==================== spi_shift_engine
$ cat src/rtl/spi_pkg.sv
// Shared SPI definitions: engine state encoding, transfer geometry,
// the {cpha,cpol} mode encoding also used by the edge generator, and
// small helpers for decoding the mode and picking the outgoing bit.
package spi_pkg;

  typedef enum logic [1:0] {
    IDLE  = 2'd0,
    LEAD  = 2'd1,
    SHIFT = 2'd2,
    TRAIL = 2'd3
  } spi_state_e;

  localparam int SPI_BITS  = 8;
  localparam int SPI_EDGES = 16;

  // Mode number encoded as {cpha, cpol}
  typedef enum logic [1:0] {
    SPI_MODE0 = 2'b00,
    SPI_MODE2 = 2'b01,
    SPI_MODE1 = 2'b10,
    SPI_MODE3 = 2'b11
  } spi_mode_e;

  function automatic logic mode_cpol(input spi_mode_e m);
    return m[0];
  endfunction

  function automatic logic mode_cpha(input spi_mode_e m);
    return m[1];
  endfunction

  // Bit currently at the head of a shift register for the given order
  function automatic logic head_bit(input logic [SPI_BITS-1:0] v, input logic lsb);
    return lsb ? v[0] : v[SPI_BITS-1];
  endfunction

endpackage

$ cat src/rtl/spi_bit_shifter.sv
// Load/shift register with selectable direction. In MSB-first order data
// leaves from the top and enters at the bottom; LSB-first is the mirror.
module spi_bit_shifter
  import spi_pkg::*;
#(
  parameter int DATA_W = SPI_BITS
) (
  input  logic              clk,
  input  logic              load,
  input  logic [DATA_W-1:0] load_data,
  input  logic              shift_en,
  input  logic              lsb_first,
  input  logic              sin,
  output logic [DATA_W-1:0] q
);

  // Parallel load wins over shift; the register holds otherwise
  always_ff @(posedge clk) begin
    if (load) begin
      q <= load_data;
    end else if (shift_en) begin
      q <= lsb_first ? {sin, q[DATA_W-1:1]} : {q[DATA_W-2:0], sin};
    end
  end

endmodule

$ cat src/rtl/spi_shift_engine.sv
// SPI master shift engine: frames one byte with ss_n, kicks the edge
// generator with tx_dp, drives sclk/mosi from the edge pulses and
// assembles miso into rx_data.
module spi_shift_engine
  import spi_pkg::*;
#(
  parameter int SS_LEAD  = 2,
  parameter int SS_TRAIL = 2
) (
  input  logic       clk,
  input  logic       rst,
  input  logic       tx_valid,
  input  logic [7:0] tx_data,
  output logic       tx_ready,
  input  logic       cpol,
  input  logic       cpha,
  input  logic       lsb_first,
  input  logic       toggling_edge,
  input  logic       sampling_edge,
  output logic       tx_dp,
  output logic       sclk,
  output logic       mosi,
  input  logic       miso,
  output logic       ss_n,
  output logic [7:0] rx_data,
  output logic       rx_valid,
  output logic       busy
);

  spi_state_e state, state_nxt;
  spi_mode_e  mode_q;
  logic       lsb_q;
  logic       mode_vld;
  logic       err_both;
  logic [3:0] phase_cnt;
  logic [4:0] edge_cnt;
  logic [3:0] tog_cnt;

  logic [SPI_BITS-1:0] tx_q;
  logic [SPI_BITS-1:0] rx_q;

  logic accept, in_shift, samp, tog, edge_any;
  logic lead_last, trail_last, shift_done;
  logic tx_shift, cpha_q, mosi_on;

  assign cpha_q     = mode_cpha(mode_q);
  assign accept     = tx_valid && (state == IDLE);
  assign in_shift   = (state == SHIFT);
  // A simultaneous pair is treated as a sampling edge only
  assign samp       = in_shift && sampling_edge;
  assign tog        = in_shift && toggling_edge && !sampling_edge;
  assign edge_any   = samp || tog;
  assign lead_last  = (phase_cnt == 4'(SS_LEAD - 1));
  assign trail_last = (phase_cnt == 4'(SS_TRAIL - 1));
  assign shift_done = edge_any && (edge_cnt == 5'(SPI_EDGES - 1));
  // cpha=0: first bit is already out, toggles 1..7 advance, toggle 8 holds.
  // cpha=1: toggle 1 exposes the first bit, toggles 2..8 advance.
  assign tx_shift   = tog && (cpha_q ? (tog_cnt != 4'd0) : (tog_cnt < 4'(SPI_BITS - 1)));
  assign mosi_on    = !cpha_q || (tog_cnt != 4'd0);

  spi_bit_shifter u_tx_shifter (
    .clk       (clk),
    .load      (accept),
    .load_data (tx_data),
    .shift_en  (tx_shift),
    .lsb_first (lsb_q),
    .sin       (1'b0),
    .q         (tx_q)
  );

  spi_bit_shifter u_rx_shifter (
    .clk       (clk),
    .load      (accept),
    .load_data ('0),
    .shift_en  (samp),
    .lsb_first (lsb_q),
    .sin       (miso),
    .q         (rx_q)
  );

  // State register
  always_ff @(posedge clk or posedge rst) begin
    if (rst) state <= IDLE;
    else     state <= state_nxt;
  end

  // Next-state decode and framing outputs
  always_comb begin
    state_nxt = state;
    tx_ready  = 1'b0;
    busy      = 1'b1;
    ss_n      = 1'b0;
    tx_dp     = 1'b0;
    mosi      = 1'b0;
    case (state)
      IDLE: begin
        tx_ready = 1'b1;
        busy     = 1'b0;
        ss_n     = 1'b1;
        if (tx_valid) state_nxt = LEAD;
      end
      LEAD: begin
        mosi = mosi_on && head_bit(tx_q, lsb_q);
        if (lead_last) begin
          tx_dp     = 1'b1;
          state_nxt = SHIFT;
        end
      end
      SHIFT: begin
        mosi = mosi_on && head_bit(tx_q, lsb_q);
        if (shift_done) state_nxt = TRAIL;
      end
      TRAIL: begin
        mosi = mosi_on && head_bit(tx_q, lsb_q);
        if (trail_last) state_nxt = IDLE;
      end
      default: state_nxt = IDLE;
    endcase
  end

  // Mode capture, phase/edge counting, sclk generation and result hand-off
  always_ff @(posedge clk or posedge rst) begin
    if (rst) begin
      mode_q    <= SPI_MODE0;
      lsb_q     <= 1'b0;
      mode_vld  <= 1'b0;
      phase_cnt <= 4'd0;
      edge_cnt  <= 5'd0;
      tog_cnt   <= 4'd0;
      sclk      <= 1'b0;
      rx_data   <= 8'h00;
      rx_valid  <= 1'b0;
      err_both  <= 1'b0;
    end else begin
      rx_valid <= 1'b0;
      case (state)
        IDLE: begin
          // Idle level follows the live cpol until a mode has been captured
          sclk <= mode_vld ? mode_cpol(mode_q) : cpol;
          if (accept) begin
            mode_q    <= spi_mode_e'({cpha, cpol});
            lsb_q     <= lsb_first;
            mode_vld  <= 1'b1;
            sclk      <= cpol;
            phase_cnt <= 4'd0;
            edge_cnt  <= 5'd0;
            tog_cnt   <= 4'd0;
          end
        end
        LEAD: begin
          phase_cnt <= lead_last ? 4'd0 : phase_cnt + 4'd1;
        end
        SHIFT: begin
          if (edge_any) begin
            sclk     <= ~sclk;
            edge_cnt <= edge_cnt + 5'd1;
          end
          if (tog) tog_cnt <= tog_cnt + 4'd1;
          if (sampling_edge && toggling_edge) err_both <= 1'b1;
        end
        TRAIL: begin
          if (trail_last) begin
            phase_cnt <= 4'd0;
            edge_cnt  <= 5'd0;
            tog_cnt   <= 4'd0;
            rx_data   <= rx_q;
            rx_valid  <= 1'b1;
          end else begin
            phase_cnt <= phase_cnt + 4'd1;
          end
        end
        default: ;
      endcase
    end
  end

endmodule

$ cat config.mk
export PLATFORM = sky130hd
export DESIGN_NAME = spi_shift_engine
export DESIGN_NICKNAME = d
export VERILOG_FILES = /design/src/rtl/spi_pkg.sv /design/src/rtl/spi_bit_shifter.sv /design/src/rtl/spi_shift_engine.sv
export SDC_FILE = /design/constraint.sdc
export NUM_CORES = 1
export LEC_CHECK = 0
export ABC_AREA = 1
export ABC_CLOCK_PERIOD_IN_PS = 3700
export CAP_MARGIN = 20
export CELL_PAD_IN_SITES_DETAIL_PLACEMENT = 0
export CELL_PAD_IN_SITES_GLOBAL_PLACEMENT = 1
export CORE_MARGIN = 2
export CORE_UTILIZATION = 43
export DETAILED_ROUTE_END_ITERATION = 10
export HOLD_SLACK_MARGIN = 0.1
export PLACE_DENSITY = 0.85
export SLEW_MARGIN = 25
export SYNTH_ARGS = -nofsm -noshare
export SYNTH_HDL_FRONTEND = slang
export SYNTH_SLANG_ARGS = --single-unit
$ cat constraint.sdc
create_clock -name clk -period 3.7 [get_ports clk]
set_input_delay 0.74 -clock clk [delete_from_list [all_inputs] [get_ports clk]]
set_output_delay 0.74 -clock clk [all_outputs]
set_load 0.005 [all_outputs]
Fig. 1: spi_shift_engine, the metal 2 layer
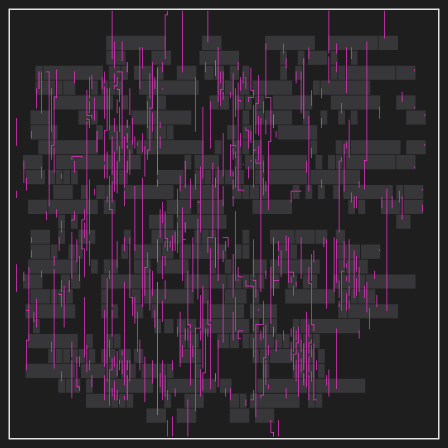
253 nets have wire on it. The layer carries 2,030 um of wire. The layer holds 44% of the routed length.

Fig. 2: spi_shift_engine, cell outlines without signal wires
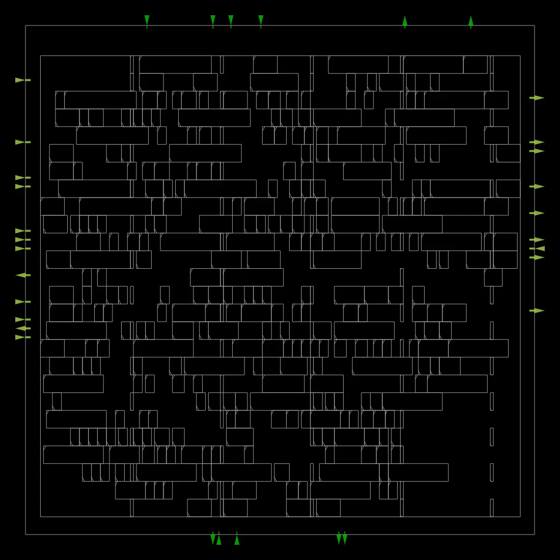
Flops: 45
total core area: 5200 um2
FP Rows: 26
Post-Layout Cell Count: 398
flop share of the area: 40.0%

==> flow_metrics.env <==
# physical design summary
export IMPL_wire_per_inst_um=11.5
export IMPL_path_depth=4
export IMPL_ys_seq_share_pct=47.7
export IMPL_fin_tns_setup_ns=0
export IMPL_top_regs="rx_data: 8 flops, u_rx_shifter.q: 8 flops, u_tx_shifter.q: 8 flops"
export IMPL_dieWidth_um=78.1
export IMPL_outcome="finished, final reports clean"
export IMPL_num_nonclk_inverters=29
export IMPL_gr_total_overflow=0
export IMPL_track_usage_pct=16.7
export IMPL_htree_levels=2
export IMPL_worst_path_max_fanout=17
export IMPL_path_buffers=2
export IMPL_seq_power_share_pct=40.5
export IMPL_die_y_um=78.1
export IMPL_synth_seq_cells=45
export IMPL_synthTopCellsByArea="dfrtp_1 31%, nand2_1 17%, edfxtp_1 10%"
export IMPL_fin_skew_ns=0.00818
export IMPL_grt_max_degree=30
export IMPL_largest_class="registers"
export IMPL_seq_area_um2=1130
export IMPL_sh_comb_area_pct=38.0
export IMPL_top_cell="nand2_1"
export IMPL_postCtsSetupRepairBufs=0
export IMPL_wl_met1_um=2330
==> per-stage QoR <==
step,setup WS (ns),hold slack (ns)
floorplan,1.75,0.431
global placement,1.18,0.457
detailed placement,1.22,0.456
CTS,0.842,0.478
global route,0.680,0.486
finish,0.852,0.468
==> worst register-to-register path, stage by stage (launching register included) <==
cell     delay (ns)
dfrtp_1        0.42
inv_1          0.14
ha_1           0.36
nand2_1        0.40
buf_4          0.32
o21ai_0        0.08
buf_4          0.20

==================== display_fill
Fig. 3: display_fill, sequential cells grouped by signal name
Other sequential cells in the stronger gray, the rest of the logic in the fainter gray.
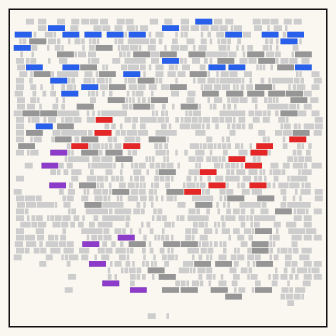
Fig. 4: display_fill, M1 wires
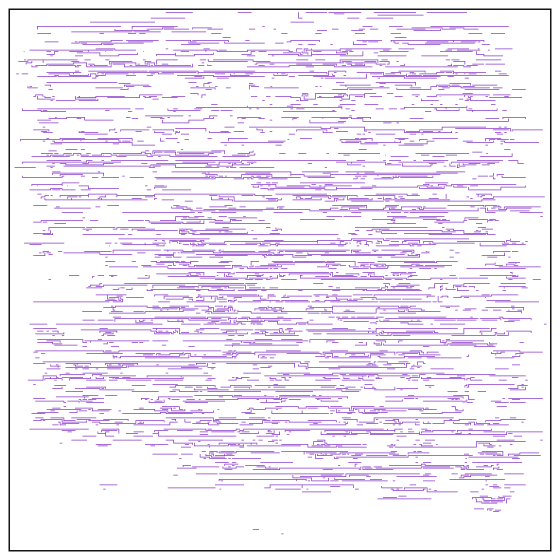
## src/rtl/display_fill_pkg.sv

```systemverilog
// Shared display constants, the fill FSM state type and the start-of-row address helper.
package display_fill_pkg;

    localparam int H_RES_C = 80;
    localparam int V_RES_C = 60;
    localparam int X_W     = 7;
    localparam int Y_W     = 6;
    localparam int EXT_W   = 8;
    localparam int ADDR_W  = 13;
    localparam int COLOR_W = 24;

    typedef enum logic [1:0] {
        IDLE = 2'd0,
        FILL = 2'd1,
        DONE = 2'd2
    } fill_state_e;

    // Product with a constant width, evaluated only when a command is loaded.
    function automatic logic [ADDR_W-1:0] row_base(input logic [Y_W-1:0] y, input int h_res);
        logic [31:0] p;
        p = 32'(y) * 32'(h_res);
        return p[ADDR_W-1:0];
    endfunction

endpackage

```

## src/rtl/fill_scan.sv

```systemverilog
// Row-major rectangle walker: presents the pixel to emit this cycle and advances when it is taken.
// On load, the start pixel is presented in the same cycle; a stall holds the current pixel.
module fill_scan
    import display_fill_pkg::*;
#(
    parameter int H_RES = H_RES_C
) (
    input  logic              clk,
    input  logic              rst,
    input  logic              load_i,
    input  logic              run_i,
    input  logic              stall_i,
    input  logic [X_W-1:0]    x_i,
    input  logic [Y_W-1:0]    y_i,
    input  logic [EXT_W-1:0]  x_end_i,
    input  logic [EXT_W-1:0]  y_end_i,
    output logic              emit_o,
    output logic              last_o,
    output logic [ADDR_W-1:0] addr_o
);

    logic [X_W-1:0]    col_q, col_d, col_c, x0_q, x0_d, x0_c;
    logic [Y_W-1:0]    row_q, row_d, row_c;
    logic [ADDR_W-1:0] base_q, base_d, base_c;
    logic [EXT_W-1:0]  x_end_q, x_end_d, xe_c, y_end_q, y_end_d, ye_c;
    logic              col_wrap;

    always_comb begin
        col_c    = load_i ? x_i : col_q;
        row_c    = load_i ? y_i : row_q;
        base_c   = load_i ? row_base(y_i, H_RES) : base_q;
        x0_c     = load_i ? x_i : x0_q;
        xe_c     = load_i ? x_end_i : x_end_q;
        ye_c     = load_i ? y_end_i : y_end_q;

        col_wrap = (EXT_W'(col_c) + EXT_W'(1)) == xe_c;
        last_o   = col_wrap && ((EXT_W'(row_c) + EXT_W'(1)) == ye_c);
        emit_o   = (load_i || run_i) && !stall_i;
        addr_o   = base_c + ADDR_W'(col_c);

        col_d    = col_c;
        row_d    = row_c;
        base_d   = base_c;
        x0_d     = x0_c;
        x_end_d  = xe_c;
        y_end_d  = ye_c;
        if (emit_o) begin
            if (col_wrap) begin
                col_d  = x0_c;
                row_d  = row_c + Y_W'(1);
                base_d = base_c + ADDR_W'(H_RES);
            end else begin
                col_d  = col_c + X_W'(1);
            end
        end
    end

    always_ff @(posedge clk) begin
        if (rst) begin
            col_q   <= '0;
            row_q   <= '0;
            base_q  <= '0;
            x0_q    <= '0;
            x_end_q <= '0;
            y_end_q <= '0;
        end else begin
            col_q   <= col_d;
            row_q   <= row_d;
            base_q  <= base_d;
            x0_q    <= x0_d;
            x_end_q <= x_end_d;
            y_end_q <= y_end_d;
        end
    end

endmodule

```

## src/rtl/display_fill.sv

```systemverilog
// Rectangle fill engine with CPU write priority; writes are registered, one cycle after they are decided.
// The first pixel is written the cycle after acceptance; a CPU write stalls the scan for that cycle.
module display_fill
    import display_fill_pkg::*;
#(
    parameter int H_RES = H_RES_C,
    parameter int V_RES = V_RES_C
) (
    input  logic               clk,
    input  logic               rst,
    input  logic               cmd_valid,
    output logic               cmd_ready,
    input  logic [X_W-1:0]     cmd_x,
    input  logic [Y_W-1:0]     cmd_y,
    input  logic [X_W-1:0]     cmd_w,
    input  logic [Y_W-1:0]     cmd_h,
    input  logic [COLOR_W-1:0] cmd_color,
    input  logic [ADDR_W-1:0]  cpu_waddr,
    input  logic [COLOR_W-1:0] cpu_wdata,
    input  logic               cpu_web,
    output logic [ADDR_W-1:0]  mem_waddr,
    output logic [COLOR_W-1:0] mem_wdata,
    output logic               mem_web,
    output logic               done
);

    fill_state_e        state_q, state_d;
    logic [COLOR_W-1:0] color_q, color_c;
    logic [ADDR_W-1:0]  mem_waddr_q, mem_waddr_d;
    logic [COLOR_W-1:0] mem_wdata_q, mem_wdata_d;
    logic               mem_web_q, mem_web_d;
    logic [EXT_W-1:0]   x_sum, y_sum, x_end, y_end;
    logic               accept, empty, scan_emit, scan_last;
    logic [ADDR_W-1:0]  scan_addr;

    always_comb begin
        x_sum  = EXT_W'(cmd_x) + EXT_W'(cmd_w);
        y_sum  = EXT_W'(cmd_y) + EXT_W'(cmd_h);
        x_end  = (x_sum > EXT_W'(H_RES)) ? EXT_W'(H_RES) : x_sum;
        y_end  = (y_sum > EXT_W'(V_RES)) ? EXT_W'(V_RES) : y_sum;
        empty  = (cmd_w == '0) || (cmd_h == '0) ||
                 (EXT_W'(cmd_x) >= EXT_W'(H_RES)) || (EXT_W'(cmd_y) >= EXT_W'(V_RES));
        accept = cmd_valid && (state_q == IDLE);
    end

    fill_scan #(.H_RES(H_RES)) u_scan (
        .clk     (clk),
        .rst     (rst),
        .load_i  (accept && !empty),
        .run_i   (state_q == FILL),
        .stall_i (cpu_web),
        .x_i     (cmd_x),
        .y_i     (cmd_y),
        .x_end_i (x_end),
        .y_end_i (y_end),
        .emit_o  (scan_emit),
        .last_o  (scan_last),
        .addr_o  (scan_addr)
    );

    // A 1x1 fill taken without a stall finishes in its acceptance cycle.
    always_comb begin
        state_d = state_q;
        unique case (state_q)
            IDLE: if (accept) state_d = (empty || (scan_emit && scan_last)) ? DONE : FILL;
            FILL: if (scan_emit && scan_last) state_d = DONE;
            DONE: state_d = IDLE;
            default: state_d = IDLE;
        endcase
    end

    always_comb begin
        color_c     = (accept && !empty) ? cmd_color : color_q;
        mem_web_d   = cpu_web || scan_emit;
        mem_waddr_d = mem_waddr_q;
        mem_wdata_d = mem_wdata_q;
        if (cpu_web) begin
            mem_waddr_d = cpu_waddr;
            mem_wdata_d = cpu_wdata;
        end else if (scan_emit) begin
            mem_waddr_d = scan_addr;
            mem_wdata_d = color_c;
        end
    end

    always_ff @(posedge clk) begin
        if (rst) begin
            state_q     <= IDLE;
            color_q     <= '0;
            mem_web_q   <= 1'b0;
            mem_waddr_q <= '0;
            mem_wdata_q <= '0;
        end else begin
            state_q     <= state_d;
            color_q     <= color_c;
            mem_web_q   <= mem_web_d;
            mem_waddr_q <= mem_waddr_d;
            mem_wdata_q <= mem_wdata_d;
        end
    end

    assign cmd_ready = (state_q == IDLE);
    assign done      = (state_q == DONE);
    assign mem_web   = mem_web_q;
    assign mem_waddr = mem_waddr_q;
    assign mem_wdata = mem_wdata_q;

endmodule

```

## config.mk

```make
export PLATFORM = sky130hd
export DESIGN_NAME = display_fill
export DESIGN_NICKNAME = d
export VERILOG_FILES = /design/src/rtl/display_fill_pkg.sv /design/src/rtl/fill_scan.sv /design/src/rtl/display_fill.sv
export SDC_FILE = /design/constraint.sdc
export NUM_CORES = 1
export LEC_CHECK = 0
export CORE_UTILIZATION = 42
export DETAILED_ROUTE_END_ITERATION = 10
export GPL_ROUTABILITY_DRIVEN = 0
export GPL_TIMING_DRIVEN = 0
export PLACE_DENSITY = 0.66
export SLEW_MARGIN = 5
export SYNTH_ARGS = -nofsm -noshare
export SYNTH_HDL_FRONTEND = slang
export SYNTH_SLANG_ARGS = --single-unit
```

## constraint.sdc

```tcl
create_clock -name clk -period 13.4 [get_ports clk]
set_input_delay 2.68 -clock clk [delete_from_list [all_inputs] [get_ports clk]]
set_output_delay 2.68 -clock clk [all_outputs]
set_load 0.05 [all_outputs]
```

==> flow_metrics.env <==
# physical design summary
export IMPL_ys_top_cells_by_count="143 x nor2_1, 113 x dfxtp_1, 84 x nand2_1"
export IMPL_buffers=181
export IMPL_synthTopLogicFamily="simple AND/OR/NAND/NOR gates"
export IMPL_drtAntennaViolNets=0
export IMPL_async_reset_ff_share_pct=0
export IMPL_worst_hold_path_endpoint="u_scan.x0_q[6]"
export IMPL_fin_cells=1245
export IMPL_dieArea_um2=17200
export IMPL_r2r_start="state_q[0]"
export IMPL_postPlaceCellArea_um2=8590
export IMPL_p_total_mw=1.22
export IMPL_remaining_drc_errors=0
export IMPL_seq_power_share_pct=31.1
export IMPL_comb_power_uw=373
export IMPL_cpLargestDelayFamily="buffers and inverters"
export IMPL_outcome="finished, final reports clean"
export IMPL_use_met3_pct=4.48
export IMPL_path_depth=19
export IMPL_hold_depth=2
export IMPL_holdCritStartpoint="u_scan.x0_q[6]"
export IMPL_vias=6978
export IMPL_wire_per_inst_um=17.6
export IMPL_ys_seq_share_pct=32.2
export IMPL_track_usage_pct=25.8
export IMPL_grt_use_met2_pct=41.3
export IMPL_critPathRequiredTime_ns=13.70
export IMPL_numPortBuffers=129
export IMPL_clk_share_pct=6.66
export IMPL_regToRegEndpoint="u_scan.base_q[12]"
export IMPL_cts_buffers=17
export IMPL_drtPass1Iterations=5
export IMPL_worstPathCellList="clkdlybuf4s50_1 > nand2_1 > o21a_1 > nand3_2 > buf_2 > buf_2 > buf_2 > buf_1 > nand2_1 > nand2_1 > ha_1 > nand3_1 > nor2_1 > xnor2_1 > a22o_4 > a221oi_4 > o2111ai_4 > nor3_1 > mux2_1"
export IMPL_relSlewSlack_pct=33.7
export IMPL_fin_tns_setup_ns=0
export IMPL_regToRegSetupSlack_ns=8.17
export IMPL_rows=46
export IMPL_comb_power_share_pct=30.5
export IMPL_dr_wl_met3_um=1230
export IMPL_path_buffers=5
export IMPL_diodes=0
export IMPL_power_leader="clock"
## Picture notes: Fig. 3
Key: mem_wdata = blue [placed flops 24]; u_scan.base_q = red [placed flops 13]; u_scan.x_end_q = purple [placed flops 8]

## Picture notes: Fig. 4
The longest straight run is 62.6 um. 1,052 nets have wire on it. The layer holds 47% of the routed length.

[cell usage in the layout, fill, tap and decap left out, types with 31 or more instances in the layout]
cell type	Yosys	final
nor2_1	143	143
clkdlybuf4s50_1	0	129
dfxtp_1	113	113
nand2_1	84	84
a21oi_1	70	70
mux2i_1	44	44
a211oi_1	34	34
clkbuf_1	32	33
xnor2_1	32	32
ha_1	31	31
[cell families after synthesis]
logic type	Yosys count
buffers and inverters	71
adders and majority gates	35
muxes	48
and+or+nand+nor	340
AOI/OAI and AO/OA	218
xor gates and xnor gates	43
DFF	113

==================== control_unit
Fig. 5: control_unit, M1 wires
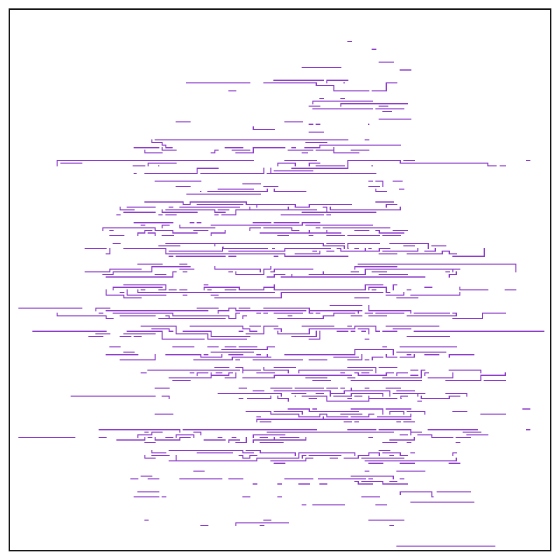
Fig. 6: control_unit, cell area per tile
The die is cut into 7 by 7 equal tiles; white is low, dark blue is high, 0 to 100% covered.
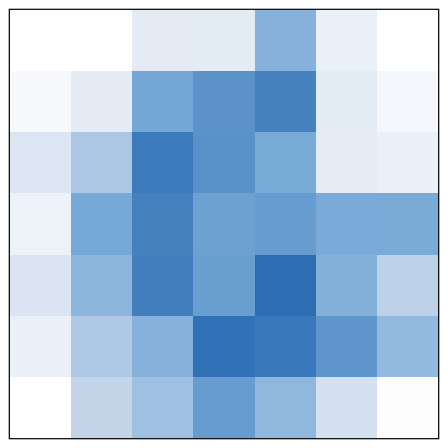
### src/rtl/control_unit.sv
// control_unit -- hardwired Moore sequencer for the ezRISC datapath.
// Steps through fetch (T0-T2), decodes ir[31:27] and runs the execute steps
// (T3-T7). It drives every datapath control strobe from the registered state.
//
// Ports
//   clk, reset_n      clock and synchronous active-low reset
//   ir[31:0]          current instruction (op = ir[31:27])
//   con_ff            branch condition from the datapath CON flip-flop
//   stop              pause request, honoured only at an instruction boundary
//   gra..c_out        datapath strobes (register select, bus drives, loads, memory)
//   alu_op[3:0]       ALU function; holds Add outside ALU steps
//   run               1 while fetching or executing
//
// Parameter MEM_WAIT (0..15): extra cycles that read/write are held for memory.
// Optional build macro ILLEGAL_TRAP_EN: an illegal opcode halts the machine.
// When the macro is not defined, an illegal opcode executes as a nop.
module control_unit #(
  parameter int unsigned MEM_WAIT = 0
) (
  input  logic        clk,
  input  logic        reset_n,
  input  logic [31:0] ir,
  input  logic        con_ff,
  input  logic        stop,
  output logic        gra, grb, grc,
  output logic        r_in, r_out, ba_out,
  output logic        hi_in, hi_out, lo_in, lo_out,
  output logic        pc_in, pc_out, inc_pc,
  output logic        ir_in, y_in, z_in, con_in,
  output logic        z_high_out, z_low_out,
  output logic        mar_in, mdr_in, mdr_out,
  output logic        read, write,
  output logic        inport_out, outport_in,
  output logic        c_out,
  output logic [3:0]  alu_op,
  output logic        run
);
  typedef enum logic [3:0] {
    S_RESET, S_T0, S_T1, S_T1W, S_T2, S_T3, S_T4, S_T5,
    S_T6, S_T6W, S_T7, S_T7W, S_HALT, S_PAUSE
  } state_e;

  localparam logic [3:0] ADD  = 4'd2;
  localparam logic [3:0] WAIT = 4'(MEM_WAIT);

  state_e     state_q, state_d;
  logic [3:0] cnt_q, cnt_d;

  logic [4:0] op;
  logic       unused_ir;
  assign op        = ir[31:27];
  assign unused_ir = ^ir[26:0];

  logic is_alu, is_imm, is_md, is_nn, is_ld, is_ldi, is_st, is_br;
  logic is_jr, is_in, is_out, is_mfhi, is_mflo, is_nop, is_halt, is_one, is_ill;
  assign is_alu  = (op >= 5'd3) && (op <= 5'd10);
  assign is_imm  = (op >= 5'd11) && (op <= 5'd13);
  assign is_md   = (op == 5'd14) || (op == 5'd15);
  assign is_nn   = (op == 5'd16) || (op == 5'd17);
  assign is_ld   = (op == 5'd0);
  assign is_ldi  = (op == 5'd1);
  assign is_st   = (op == 5'd2);
  assign is_br   = (op == 5'd18);
  assign is_jr   = (op == 5'd19);
  assign is_in   = (op == 5'd21);
  assign is_out  = (op == 5'd22);
  assign is_mfhi = (op == 5'd23);
  assign is_mflo = (op == 5'd24);
  assign is_nop  = (op == 5'd25);
  assign is_halt = (op == 5'd26);
  assign is_one  = is_jr | is_in | is_out | is_mfhi | is_mflo;
  assign is_ill  = (op == 5'd20) || (op >= 5'd27);

  // ALU function for the opcode's ALU step
  logic [3:0] fn;
  always_comb begin
    fn = ADD;
    case (op)
      5'd4:         fn = 4'd3;
      5'd5, 5'd12:  fn = 4'd0;
      5'd6, 5'd13:  fn = 4'd1;
      5'd7:         fn = 4'd4;
      5'd8:         fn = 4'd5;
      5'd9:         fn = 4'd6;
      5'd10:        fn = 4'd7;
      5'd14:        fn = 4'd8;
      5'd15:        fn = 4'd9;
      5'd16:        fn = 4'd10;
      5'd17:        fn = 4'd11;
      default:      fn = ADD;
    endcase
  end

  // Last step of every instruction: stop diverts to PAUSE instead of T0.
  state_e end_st;
  logic   wait_done;
  assign end_st    = stop ? S_PAUSE : S_T0;
  assign wait_done = (cnt_q == WAIT);

  always_ff @(posedge clk) begin
    if (!reset_n) begin
      state_q <= S_RESET;
      cnt_q   <= '0;
    end else begin
      state_q <= state_d;
      cnt_q   <= cnt_d;
    end
  end

  // Wait counter: loaded with 1 on leaving a memory step into its W state,
  // so a W state lasts exactly MEM_WAIT cycles; zero everywhere else.
  always_comb begin
    state_d = state_q;
    cnt_d   = '0;
    case (state_q)
      S_RESET: state_d = S_T0;
      S_T0:    state_d = S_T1;
      S_T1: begin
        cnt_d   = 4'd1;
        state_d = (MEM_WAIT == 0) ? S_T2 : S_T1W;
      end
      S_T1W: begin
        if (wait_done) state_d = S_T2;
        else           cnt_d   = cnt_q + 4'd1;
      end
      S_T2: begin
        if (is_halt)     state_d = S_HALT;
        else if (is_nop) state_d = end_st;
        else if (is_ill)
`ifdef ILLEGAL_TRAP_EN
          state_d = S_HALT;
`else
          state_d = end_st;
`endif
        else             state_d = S_T3;
      end
      S_T3: state_d = is_one ? end_st : S_T4;
      S_T4: state_d = (is_alu | is_imm | is_md | is_ld | is_ldi | is_st | is_br) ? S_T5 : end_st;
      S_T5: state_d = (is_ld | is_st | is_md | is_br) ? S_T6 : end_st;
      S_T6: begin
        if (is_ld) begin
          cnt_d   = 4'd1;
          state_d = (MEM_WAIT == 0) ? S_T7 : S_T6W;
        end else if (is_st) state_d = S_T7;
        else                state_d = end_st;
      end
      S_T6W: begin
        if (wait_done) state_d = S_T7;
        else           cnt_d   = cnt_q + 4'd1;
      end
      S_T7: begin
        if (is_st && MEM_WAIT != 0) begin
          cnt_d   = 4'd1;
          state_d = S_T7W;
        end else state_d = end_st;
      end
      S_T7W: begin
        if (wait_done) state_d = end_st;
        else           cnt_d   = cnt_q + 4'd1;
      end
      S_HALT:  state_d = S_HALT;
      S_PAUSE: state_d = stop ? S_PAUSE : S_T0;
      default: state_d = S_RESET;
    endcase
  end

  always_comb begin
    {gra, grb, grc, r_in, r_out, ba_out, hi_in, hi_out, lo_in, lo_out} = '0;
    {pc_in, pc_out, inc_pc, ir_in, y_in, z_in, con_in, z_high_out, z_low_out} = '0;
    {mar_in, mdr_in, mdr_out, read, write, inport_out, outport_in, c_out} = '0;
    alu_op = '0;
    run    = 1'b0;
    if (state_q != S_RESET && state_q != S_HALT && state_q != S_PAUSE) begin
      run    = 1'b1;
      alu_op = ADD;
    end
    case (state_q)
      S_T0:  begin pc_out = 1'b1; mar_in = 1'b1; inc_pc = 1'b1; z_in = 1'b1; end
      S_T1:  begin z_low_out = 1'b1; pc_in = 1'b1; read = 1'b1; mdr_in = 1'b1; end
      S_T1W: begin read = 1'b1; mdr_in = 1'b1; end
      S_T2:  begin mdr_out = 1'b1; ir_in = 1'b1; end
      S_T3: begin
        if (is_alu | is_imm)           begin grb = 1'b1; r_out = 1'b1; y_in = 1'b1; end
        if (is_nn)                     begin grb = 1'b1; r_out = 1'b1; alu_op = fn; z_in = 1'b1; end
        if (is_md)                     begin gra = 1'b1; r_out = 1'b1; y_in = 1'b1; end
        if (is_ld | is_ldi | is_st)    begin grb = 1'b1; ba_out = 1'b1; y_in = 1'b1; end
        if (is_br)                     begin gra = 1'b1; r_out = 1'b1; con_in = 1'b1; end
        if (is_jr)                     begin gra = 1'b1; r_out = 1'b1; pc_in = 1'b1; end
        if (is_in)                     begin inport_out = 1'b1; gra = 1'b1; r_in = 1'b1; end
        if (is_out)                    begin gra = 1'b1; r_out = 1'b1; outport_in = 1'b1; end
        if (is_mfhi)                   begin hi_out = 1'b1; gra = 1'b1; r_in = 1'b1; end
        if (is_mflo)                   begin lo_out = 1'b1; gra = 1'b1; r_in = 1'b1; end
      end
      S_T4: begin
        if (is_alu)                    begin grc = 1'b1; r_out = 1'b1; alu_op = fn; z_in = 1'b1; end
        if (is_imm)                    begin c_out = 1'b1; alu_op = fn; z_in = 1'b1; end
        if (is_nn)                     begin z_low_out = 1'b1; gra = 1'b1; r_in = 1'b1; end
        if (is_md)                     begin grb = 1'b1; r_out = 1'b1; alu_op = fn; z_in = 1'b1; end
        if (is_ld | is_ldi | is_st)    begin c_out = 1'b1; z_in = 1'b1; end
        if (is_br)                     begin pc_out = 1'b1; y_in = 1'b1; end
      end
      S_T5: begin
        if (is_alu | is_imm | is_ldi)  begin z_low_out = 1'b1; gra = 1'b1; r_in = 1'b1; end
        if (is_md)                     begin z_low_out = 1'b1; lo_in = 1'b1; end
        if (is_ld | is_st)             begin z_low_out = 1'b1; mar_in = 1'b1; end
        if (is_br)                     begin c_out = 1'b1; z_in = 1'b1; end
      end
      S_T6: begin
        if (is_md)                     begin z_high_out = 1'b1; hi_in = 1'b1; end
        if (is_ld)                     begin read = 1'b1; mdr_in = 1'b1; end
        if (is_st)                     begin gra = 1'b1; r_out = 1'b1; mdr_in = 1'b1; end
        if (is_br)                     begin z_low_out = 1'b1; pc_in = con_ff; end
      end
      S_T6W: begin read = 1'b1; mdr_in = 1'b1; end
      S_T7: begin
        if (is_ld)                     begin mdr_out = 1'b1; gra = 1'b1; r_in = 1'b1; end
        if (is_st)                     write = 1'b1;
      end
      S_T7W: write = 1'b1;
      default: ;
    endcase
  end
endmodule

### config.mk
export PLATFORM = sky130hd
export DESIGN_NAME = control_unit
export DESIGN_NICKNAME = d
export VERILOG_FILES = /design/src/rtl/control_unit.sv
export SDC_FILE = /design/constraint.sdc
export NUM_CORES = 1
export LEC_CHECK = 0
export CAP_MARGIN = 20
export CELL_PAD_IN_SITES_DETAIL_PLACEMENT = 0
export CELL_PAD_IN_SITES_GLOBAL_PLACEMENT = 1
export CORE_UTILIZATION = 28
export DETAILED_ROUTE_END_ITERATION = 10
export PLACE_DENSITY = 0.86
export SYNTH_ARGS = -nofsm -noshare
export SYNTH_HDL_FRONTEND = slang
export SYNTH_SLANG_ARGS = --single-unit
### constraint.sdc
create_clock -name clk -period 3.95 [get_ports clk]
set_input_delay 0.395 -clock clk [delete_from_list [all_inputs] [get_ports clk]]
set_output_delay 0.395 -clock clk [all_outputs]
set_load 0.05 [all_outputs]
==> flow_metrics.env <==
# physical design summary
export IMPL_outcome="finished, violations left"
export IMPL_violations="design-rule violations"
export IMPL_remaining_drc_errors=5
export IMPL_worstPathArrival_ns=2.81
export IMPL_clk_share_pct=2.25
export IMPL_worst_path_max_fanout=21
export IMPL_ys_sh_simple_pct=43.3
export IMPL_path_buffers=1
export IMPL_drtIter0Drc=180
export IMPL_fin_crit_ns=3.21
export IMPL_maxSlewViolCount=0
export IMPL_crit_slowest_cell="clkdlybuf4s50_1"
export IMPL_ys_sh_mux_pct=1.50
export IMPL_postPlaceCellArea_um2=1800
export IMPL_hold_viol_final=0
export IMPL_r2r_start="state_q[2]"
export IMPL_relSlewSlack_pct=54.0
export IMPL_dieArea_um2=5030
export IMPL_pg_clk_uw=93.6
export IMPL_clkSlewWorstSetupHoldPaths_ns=0.04
export IMPL_gr_total_overflow=0
export IMPL_place_gp_congestion=0.876
export IMPL_intPower_uw=319
export IMPL_hold_buffers=0
export IMPL_ys_sh_aoi_pct=28.6
export IMPL_first_global_vias=1530
export IMPL_diodes=0
export IMPL_place_ws_ns=0.764
export IMPL_xor_area_share_pct=1.97
## Picture notes: Fig. 5
The wires run mostly horizontal. 231 nets have wire on it.

## Picture notes: Fig. 6
2.0% of the tiles are over 75% full. The mean over all tiles is 35%. The fullest tile reaches 75%.

## how the worst max path moves through the flow
stage | from | end | slack (ns) | cells past startpoint
finish | state_q[2] | gra | 0.74 | 5
global route | state_q[2] | gra | 0.56 | 5
CTS | state_q[2] | gra | 0.74 | 5
detailed placement | ir[28] | gra | 0.76 | 8
global placement | ir[28] | gra | 0.73 | 8
floorplan | state_q[0] | alu_op[1] | 0.87 | 5
## registers in the layout (all words and copies together), names as in the netlist
register  count
cnt_q         4
state_q       4

==================== io_uart_tx_flat
Fig. 7: io_uart_tx_flat, cell outlines without signal wires
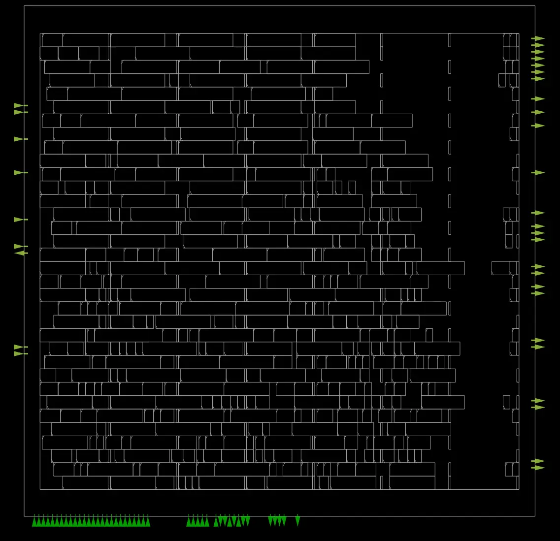
Fig. 8: io_uart_tx_flat, cell area per tile
The die is cut into 10 by 10 equal tiles; white is low, dark blue is high, 0 to 100% covered.
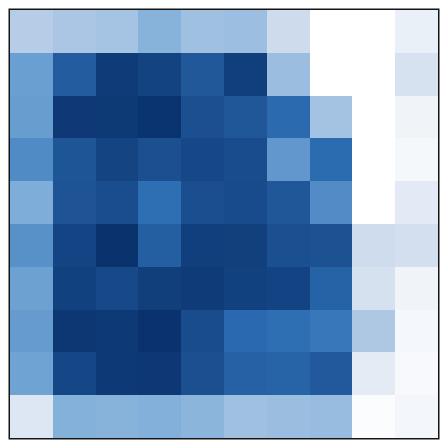
===== src/rtl/io_uart_tx_if.sv =====
// rtl/io_uart_tx_if.sv - FemtoRV32 IO-region bus bundle for the UART transmitter
interface io_uart_tx_if;
    logic        io_sel;
    logic [1:0]  reg_addr;
    logic [31:0] mem_wdata;
    logic [3:0]  mem_wmask;
    logic        mem_rstrb;
    logic [31:0] mem_rdata;
    logic        mem_rbusy;
    logic        mem_wbusy;

    modport master (
        output io_sel, reg_addr, mem_wdata, mem_wmask, mem_rstrb,
        input  mem_rdata, mem_rbusy, mem_wbusy
    );

    modport slave (
        input  io_sel, reg_addr, mem_wdata, mem_wmask, mem_rstrb,
        output mem_rdata, mem_rbusy, mem_wbusy
    );
endinterface


===== src/rtl/io_uart_tx.sv =====
// rtl/io_uart_tx.sv - memory-mapped 8N1 UART transmitter with byte FIFO and overflow hold register
module io_uart_tx #(
    parameter int CLK_HZ     = 48000000,
    parameter int BAUD       = 115200,
    parameter int FIFO_DEPTH = 8
) (
    input  logic         clk,
    input  logic         reset,
    io_uart_tx_if.slave  bus,
    output logic         tx,
    output logic         irq
);
    localparam int DIV  = CLK_HZ / BAUD;
    localparam int AW   = $clog2(FIFO_DEPTH);
    localparam int CNTW = AW + 1;
    localparam int CW   = $clog2(DIV);

    localparam logic [1:0] S_IDLE  = 2'd0;
    localparam logic [1:0] S_START = 2'd1;
    localparam logic [1:0] S_DATA  = 2'd2;
    localparam logic [1:0] S_STOP  = 2'd3;

    logic [7:0]      fifo_mem [FIFO_DEPTH];
    logic [AW-1:0]   wr_ptr;
    logic [AW-1:0]   rd_ptr;
    logic [CNTW-1:0] count;
    logic            hold_valid;
    logic [7:0]      hold_data;
    logic            overflow;
    logic            irq_en;
    logic [31:0]     rdata_q;
    logic            irq_q;

    logic [1:0]      state;
    logic [CW-1:0]   baud_cnt;
    logic [2:0]      bit_idx;
    logic [7:0]      shreg;
    logic            tx_q;

    logic            wr_en;
    logic            data_wr;
    logic            ctrl_wr;
    logic            rd_en;
    logic            fifo_full;
    logic            fifo_empty;
    logic            push_wr;
    logic            hold_xfer;
    logic            hold_capture;
    logic            push;
    logic            pop;
    logic [7:0]      push_data;
    logic            tx_next;
    logic [31:0]     status;
    logic [31:0]     rd_mux;
    logic [7:0]      cnt8;
    logic            unused_wdata;

    assign unused_wdata = ^bus.mem_wdata[31:8];

    // A valid hold byte is older than any new store, so it owns the FIFO push
    // slot and any store arriving while it is pending is dropped.
    always_comb begin
        wr_en        = bus.io_sel & (|bus.mem_wmask);
        data_wr      = wr_en & (bus.reg_addr == 2'd0) & bus.mem_wmask[0];
        ctrl_wr      = wr_en & (bus.reg_addr == 2'd2);
        rd_en        = bus.io_sel & bus.mem_rstrb;
        fifo_full    = (count == CNTW'(FIFO_DEPTH));
        fifo_empty   = (count == '0);
        push_wr      = data_wr & ~fifo_full & ~hold_valid;
        hold_xfer    = hold_valid & ~fifo_full;
        hold_capture = data_wr & fifo_full & ~hold_valid;
        push         = push_wr | hold_xfer;
        pop          = (state == S_IDLE) & ~fifo_empty;
        push_data    = hold_valid ? hold_data : bus.mem_wdata[7:0];
    end

    always_ff @(posedge clk) begin
        if (push) begin
            fifo_mem[wr_ptr] <= push_data;
        end
    end

    always_ff @(posedge clk or negedge reset) begin
        if (!reset) begin
            wr_ptr     <= '0;
            rd_ptr     <= '0;
            count      <= '0;
            hold_valid <= 1'b0;
            hold_data  <= 8'h00;
            overflow   <= 1'b0;
            irq_en     <= 1'b0;
        end else begin
            if (push) begin
                wr_ptr <= wr_ptr + AW'(1);
            end
            if (pop) begin
                rd_ptr <= rd_ptr + AW'(1);
            end
            if (push && !pop) begin
                count <= count + CNTW'(1);
            end else if (pop && !push) begin
                count <= count - CNTW'(1);
            end

            if (hold_capture) begin
                hold_valid <= 1'b1;
                hold_data  <= bus.mem_wdata[7:0];
            end else if (hold_xfer) begin
                hold_valid <= 1'b0;
            end

            if (data_wr && hold_valid) begin
                overflow <= 1'b1;
            end else if (ctrl_wr && bus.mem_wdata[1]) begin
                overflow <= 1'b0;
            end

            if (ctrl_wr) begin
                irq_en <= bus.mem_wdata[0];
            end
        end
    end

    always_comb begin
        case (state)
            S_START: tx_next = 1'b0;
            S_DATA:  tx_next = shreg[bit_idx];
            default: tx_next = 1'b1;
        endcase
    end

    // tx is the registered image of the current state, so the line trails the
    // FSM by one cycle and never glitches.
    always_ff @(posedge clk or negedge reset) begin
        if (!reset) begin
            state    <= S_IDLE;
            baud_cnt <= '0;
            bit_idx  <= 3'd0;
            shreg    <= 8'h00;
            tx_q     <= 1'b1;
        end else begin
            tx_q <= tx_next;
            case (state)
                S_IDLE: begin
                    if (pop) begin
                        shreg    <= fifo_mem[rd_ptr];
                        baud_cnt <= CW'(DIV - 1);
                        state    <= S_START;
                    end
                end
                S_START: begin
                    if (baud_cnt == '0) begin
                        baud_cnt <= CW'(DIV - 1);
                        bit_idx  <= 3'd0;
                        state    <= S_DATA;
                    end else begin
                        baud_cnt <= baud_cnt - CW'(1);
                    end
                end
                S_DATA: begin
                    if (baud_cnt == '0) begin
                        baud_cnt <= CW'(DIV - 1);
                        if (bit_idx == 3'd7) begin
                            state <= S_STOP;
                        end else begin
                            bit_idx <= bit_idx + 3'd1;
                        end
                    end else begin
                        baud_cnt <= baud_cnt - CW'(1);
                    end
                end
                default: begin
                    if (baud_cnt == '0) begin
                        state <= S_IDLE;
                    end else begin
                        baud_cnt <= baud_cnt - CW'(1);
                    end
                end
            endcase
        end
    end

    always_comb begin
        cnt8   = 8'(count);
        status = {16'h0000, cnt8, 3'b000, hold_valid, overflow,
                  fifo_empty, fifo_full, (state != S_IDLE)};
        case (bus.reg_addr)
            2'd1:    rd_mux = status;
            2'd2:    rd_mux = {30'b0, 1'b0, irq_en};
            default: rd_mux = 32'h0000_0000;
        endcase
    end

    always_ff @(posedge clk or negedge reset) begin
        if (!reset) begin
            rdata_q <= 32'h0000_0000;
            irq_q   <= 1'b0;
        end else begin
            if (rd_en) begin
                rdata_q <= rd_mux;
            end
            irq_q <= irq_en & fifo_empty & ~hold_valid & (state == S_IDLE);
        end
    end

    assign bus.mem_rdata = rdata_q;
    assign bus.mem_rbusy = 1'b0;
    assign bus.mem_wbusy = hold_valid;
    assign tx            = tx_q;
    assign irq           = irq_q;
endmodule


===== src/flat_wrapper.sv =====
// flat-port wrapper written by rule: the top's interface ports become plain ports
module io_uart_tx_flat 
#(
    parameter int CLK_HZ     = 48000000,
    parameter int BAUD       = 115200,
    parameter int FIFO_DEPTH = 8
)
  (clk, reset, tx, irq, bus_io_sel, bus_reg_addr, bus_mem_wdata, bus_mem_wmask, bus_mem_rstrb, bus_mem_rdata, bus_mem_rbusy, bus_mem_wbusy);
  io_uart_tx_if bus_i ();
  input  logic clk;
  input  logic reset;
  output logic tx;
  output logic irq;
  input wire logic [$bits(bus_i.io_sel)-1:0] bus_io_sel;
  input wire logic [$bits(bus_i.reg_addr)-1:0] bus_reg_addr;
  input wire logic [$bits(bus_i.mem_wdata)-1:0] bus_mem_wdata;
  input wire logic [$bits(bus_i.mem_wmask)-1:0] bus_mem_wmask;
  input wire logic [$bits(bus_i.mem_rstrb)-1:0] bus_mem_rstrb;
  output wire logic [$bits(bus_i.mem_rdata)-1:0] bus_mem_rdata;
  output wire logic [$bits(bus_i.mem_rbusy)-1:0] bus_mem_rbusy;
  output wire logic [$bits(bus_i.mem_wbusy)-1:0] bus_mem_wbusy;
  assign bus_i.io_sel = bus_io_sel;
  assign bus_i.reg_addr = bus_reg_addr;
  assign bus_i.mem_wdata = bus_mem_wdata;
  assign bus_i.mem_wmask = bus_mem_wmask;
  assign bus_i.mem_rstrb = bus_mem_rstrb;
  assign bus_mem_rdata = bus_i.mem_rdata;
  assign bus_mem_rbusy = bus_i.mem_rbusy;
  assign bus_mem_wbusy = bus_i.mem_wbusy;
  io_uart_tx #(.CLK_HZ(CLK_HZ), .BAUD(BAUD), .FIFO_DEPTH(FIFO_DEPTH)) u_core (.clk(clk), .reset(reset), .bus(bus_i), .tx(tx), .irq(irq));
endmodule

===== config.mk =====
export PLATFORM = sky130hd
export DESIGN_NAME = io_uart_tx_flat
export DESIGN_NICKNAME = d
export VERILOG_FILES = /design/src/rtl/io_uart_tx_if.sv /design/src/rtl/io_uart_tx.sv /design/src/flat_wrapper.sv
export SDC_FILE = /design/constraint.sdc
export NUM_CORES = 1
export LEC_CHECK = 0
export CAP_MARGIN = 15
export CORE_MARGIN = 3
export CORE_UTILIZATION = 59
export CTS_CLUSTER_SIZE = 28
export DETAILED_ROUTE_END_ITERATION = 10
export PLACE_DENSITY = 0.95
export SYNTH_ARGS = -nofsm -noshare
export SYNTH_HDL_FRONTEND = slang
export SYNTH_SLANG_ARGS = --single-unit

===== constraint.sdc =====
create_clock -name clk -period 3.9 [get_ports clk]
set_input_delay 0.39 -clock clk [delete_from_list [all_inputs] [get_ports clk]]
set_output_delay 0.39 -clock clk [all_outputs]
set_load 0.02 [all_outputs]

==> flow_metrics.env <==
# physical design summary
export IMPL_place_ws_ns=0.411
export IMPL_pg_clk_mw=1.43
export IMPL_drtPass1Iterations=5
export IMPL_async_reset_ff_share_pct=45.8
export IMPL_cp_endpoint="u_core.count[3]"
export IMPL_regToRegEndpoint="u_core.count[3]"
export IMPL_finalSetupViolCount=0
export IMPL_num_tap_cells=126
export IMPL_nClkBuffers=17
export IMPL_seq_power_share_pct=46.4
export IMPL_buf_share_pct=5.34
export IMPL_clock_path_buffers=2
export IMPL_grt_use_met1_pct=29.0
export IMPL_critPathLaunch="bus_reg_addr[0]"
export IMPL_cts_root_buf="clkbuf_8"
export IMPL_remaining_drc_errors=0
export IMPL_start_kind="input pin"
export IMPL_grt_pass1_wl_um=20000
export IMPL_dp_cells=552
export IMPL_yosysWarnings=0
export IMPL_drtIter0Drc=305
export IMPL_die_y_um=104
export IMPL_ys_types=61
export IMPL_synth_cell_area_um2=5610
export IMPL_worstHoldPathType="input pin to async pin"
export IMPL_fin_nets=504
export IMPL_drtAntennaViolNets=0
export IMPL_worst_path_max_fanout=5
export IMPL_swShare_pct=26.9
export IMPL_p_total_mw=3.31
export IMPL_seq_cell_share_pct=50.6
export IMPL_place_gp_congestion=0.921
export IMPL_grt_max_degree=55
export IMPL_max_freq_ghz=0.316
export IMPL_hold_viol_final=0
export IMPL_fin_crit_ns=3.16
export IMPL_largest_class="registers"
export IMPL_crit_slowest_cell="o21ai_0"
export IMPL_max_cap_violations=0
export IMPL_path_buffers=4
export IMPL_hpwlAfterDp_um=7460
export IMPL_buffers=36
export IMPL_num_nonclk_inverters=13
export IMPL_final_util_pct=72.1
export IMPL_syn_area_per_cell_um2=13.8
export IMPL_comb_power_share_pct=10.3
export IMPL_clk_latency_ns=0.52
export IMPL_gr_total_overflow=0
export IMPL_outcome="finished, final reports clean"
export IMPL_synth_seq_cells=118
export IMPL_first_global_vias=3724
export IMPL_nMultiInputCombCells=260
export IMPL_vias=3599
export IMPL_finalWirelength_um=12800
export IMPL_area_growth_pct=15.2
export IMPL_clk_share_pct=8.45
export IMPL_ys_seq_share_pct=58.3
export IMPL_fin_skew_ns=0.0107
export IMPL_cp_end_kind="flip-flop"
export IMPL_synth_top_cell_by_area="edfxtp_1"
export IMPL_cts_tree="built"
export IMPL_largest_register_ffs=64
export IMPL_max_stage_delay_ns=0.52
export IMPL_fin_area_um2=6470
export IMPL_switchingPower_uw=891
export IMPL_fillers=504
export IMPL_synthTopCellsByArea="edfxtp_1 34%, dfrtp_1 24%, mux4_2 7.2%"
export IMPL_p_seq_mw=1.54
export IMPL_top_usage_layer="met2"
## Picture notes: Fig. 7
Post-Layout Cell Count: 585
total core area: 8980 um2
FP Rows: 34

## Picture notes: Fig. 8
48% of the tiles are over 75% full. The mean over all tiles is 59%. The fullest tile reaches 99%. The emptiest ninth of the die: north-east. The densest ninth of the die: center.

-- kinds of logic after synthesis --
family                   count (synthesis)  share of synthesized area, %
flip-flops                             118                          58.3
AND/OR/NAND/NOR                         95                          8.92
AND-OR/OR-AND                           67                          8.47
buffers and inverters                   52                          5.86
multiplexers                            51                          13.6
adder cells (fa/ha/maj)                 16                          3.70
XOR/XNOR                                 7                          1.09
other                                    1                        0.0668
-- routing by layer --
layer  routed length [um]  vias up
met5                    0        -
met4                  263        0
met3                  893       28
met2                 6860      201
met1                 4740     1804
li1                     -     1566


==> layout pictures side by side <==
The metal 2 layer.
image #1
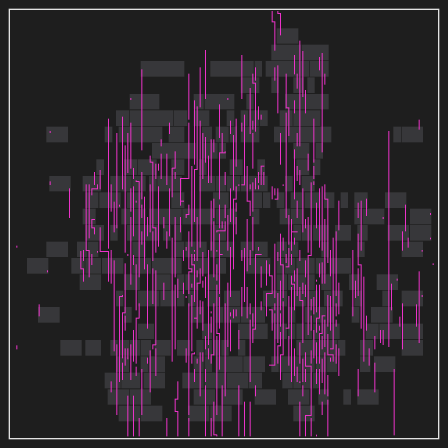
image #2
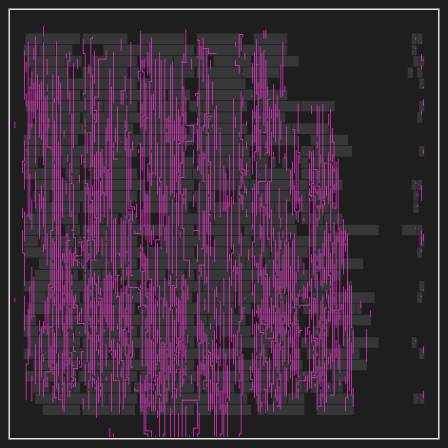
image #3
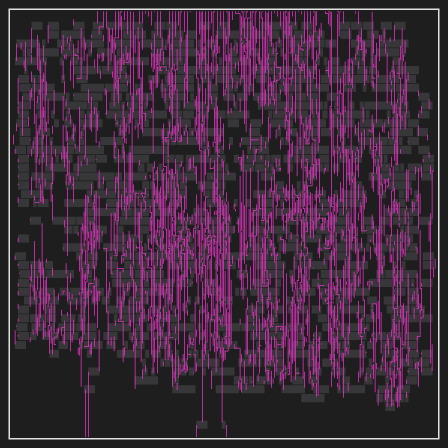
| picture | from |
|---|---|
| image #3 | display_fill |
| image #1 | control_unit |
| image #2 | io_uart_tx_flat |

Key to image #3:
The wires run mostly vertical. The layer holds 46% of the routed length. The longest straight run is 62.9 um.

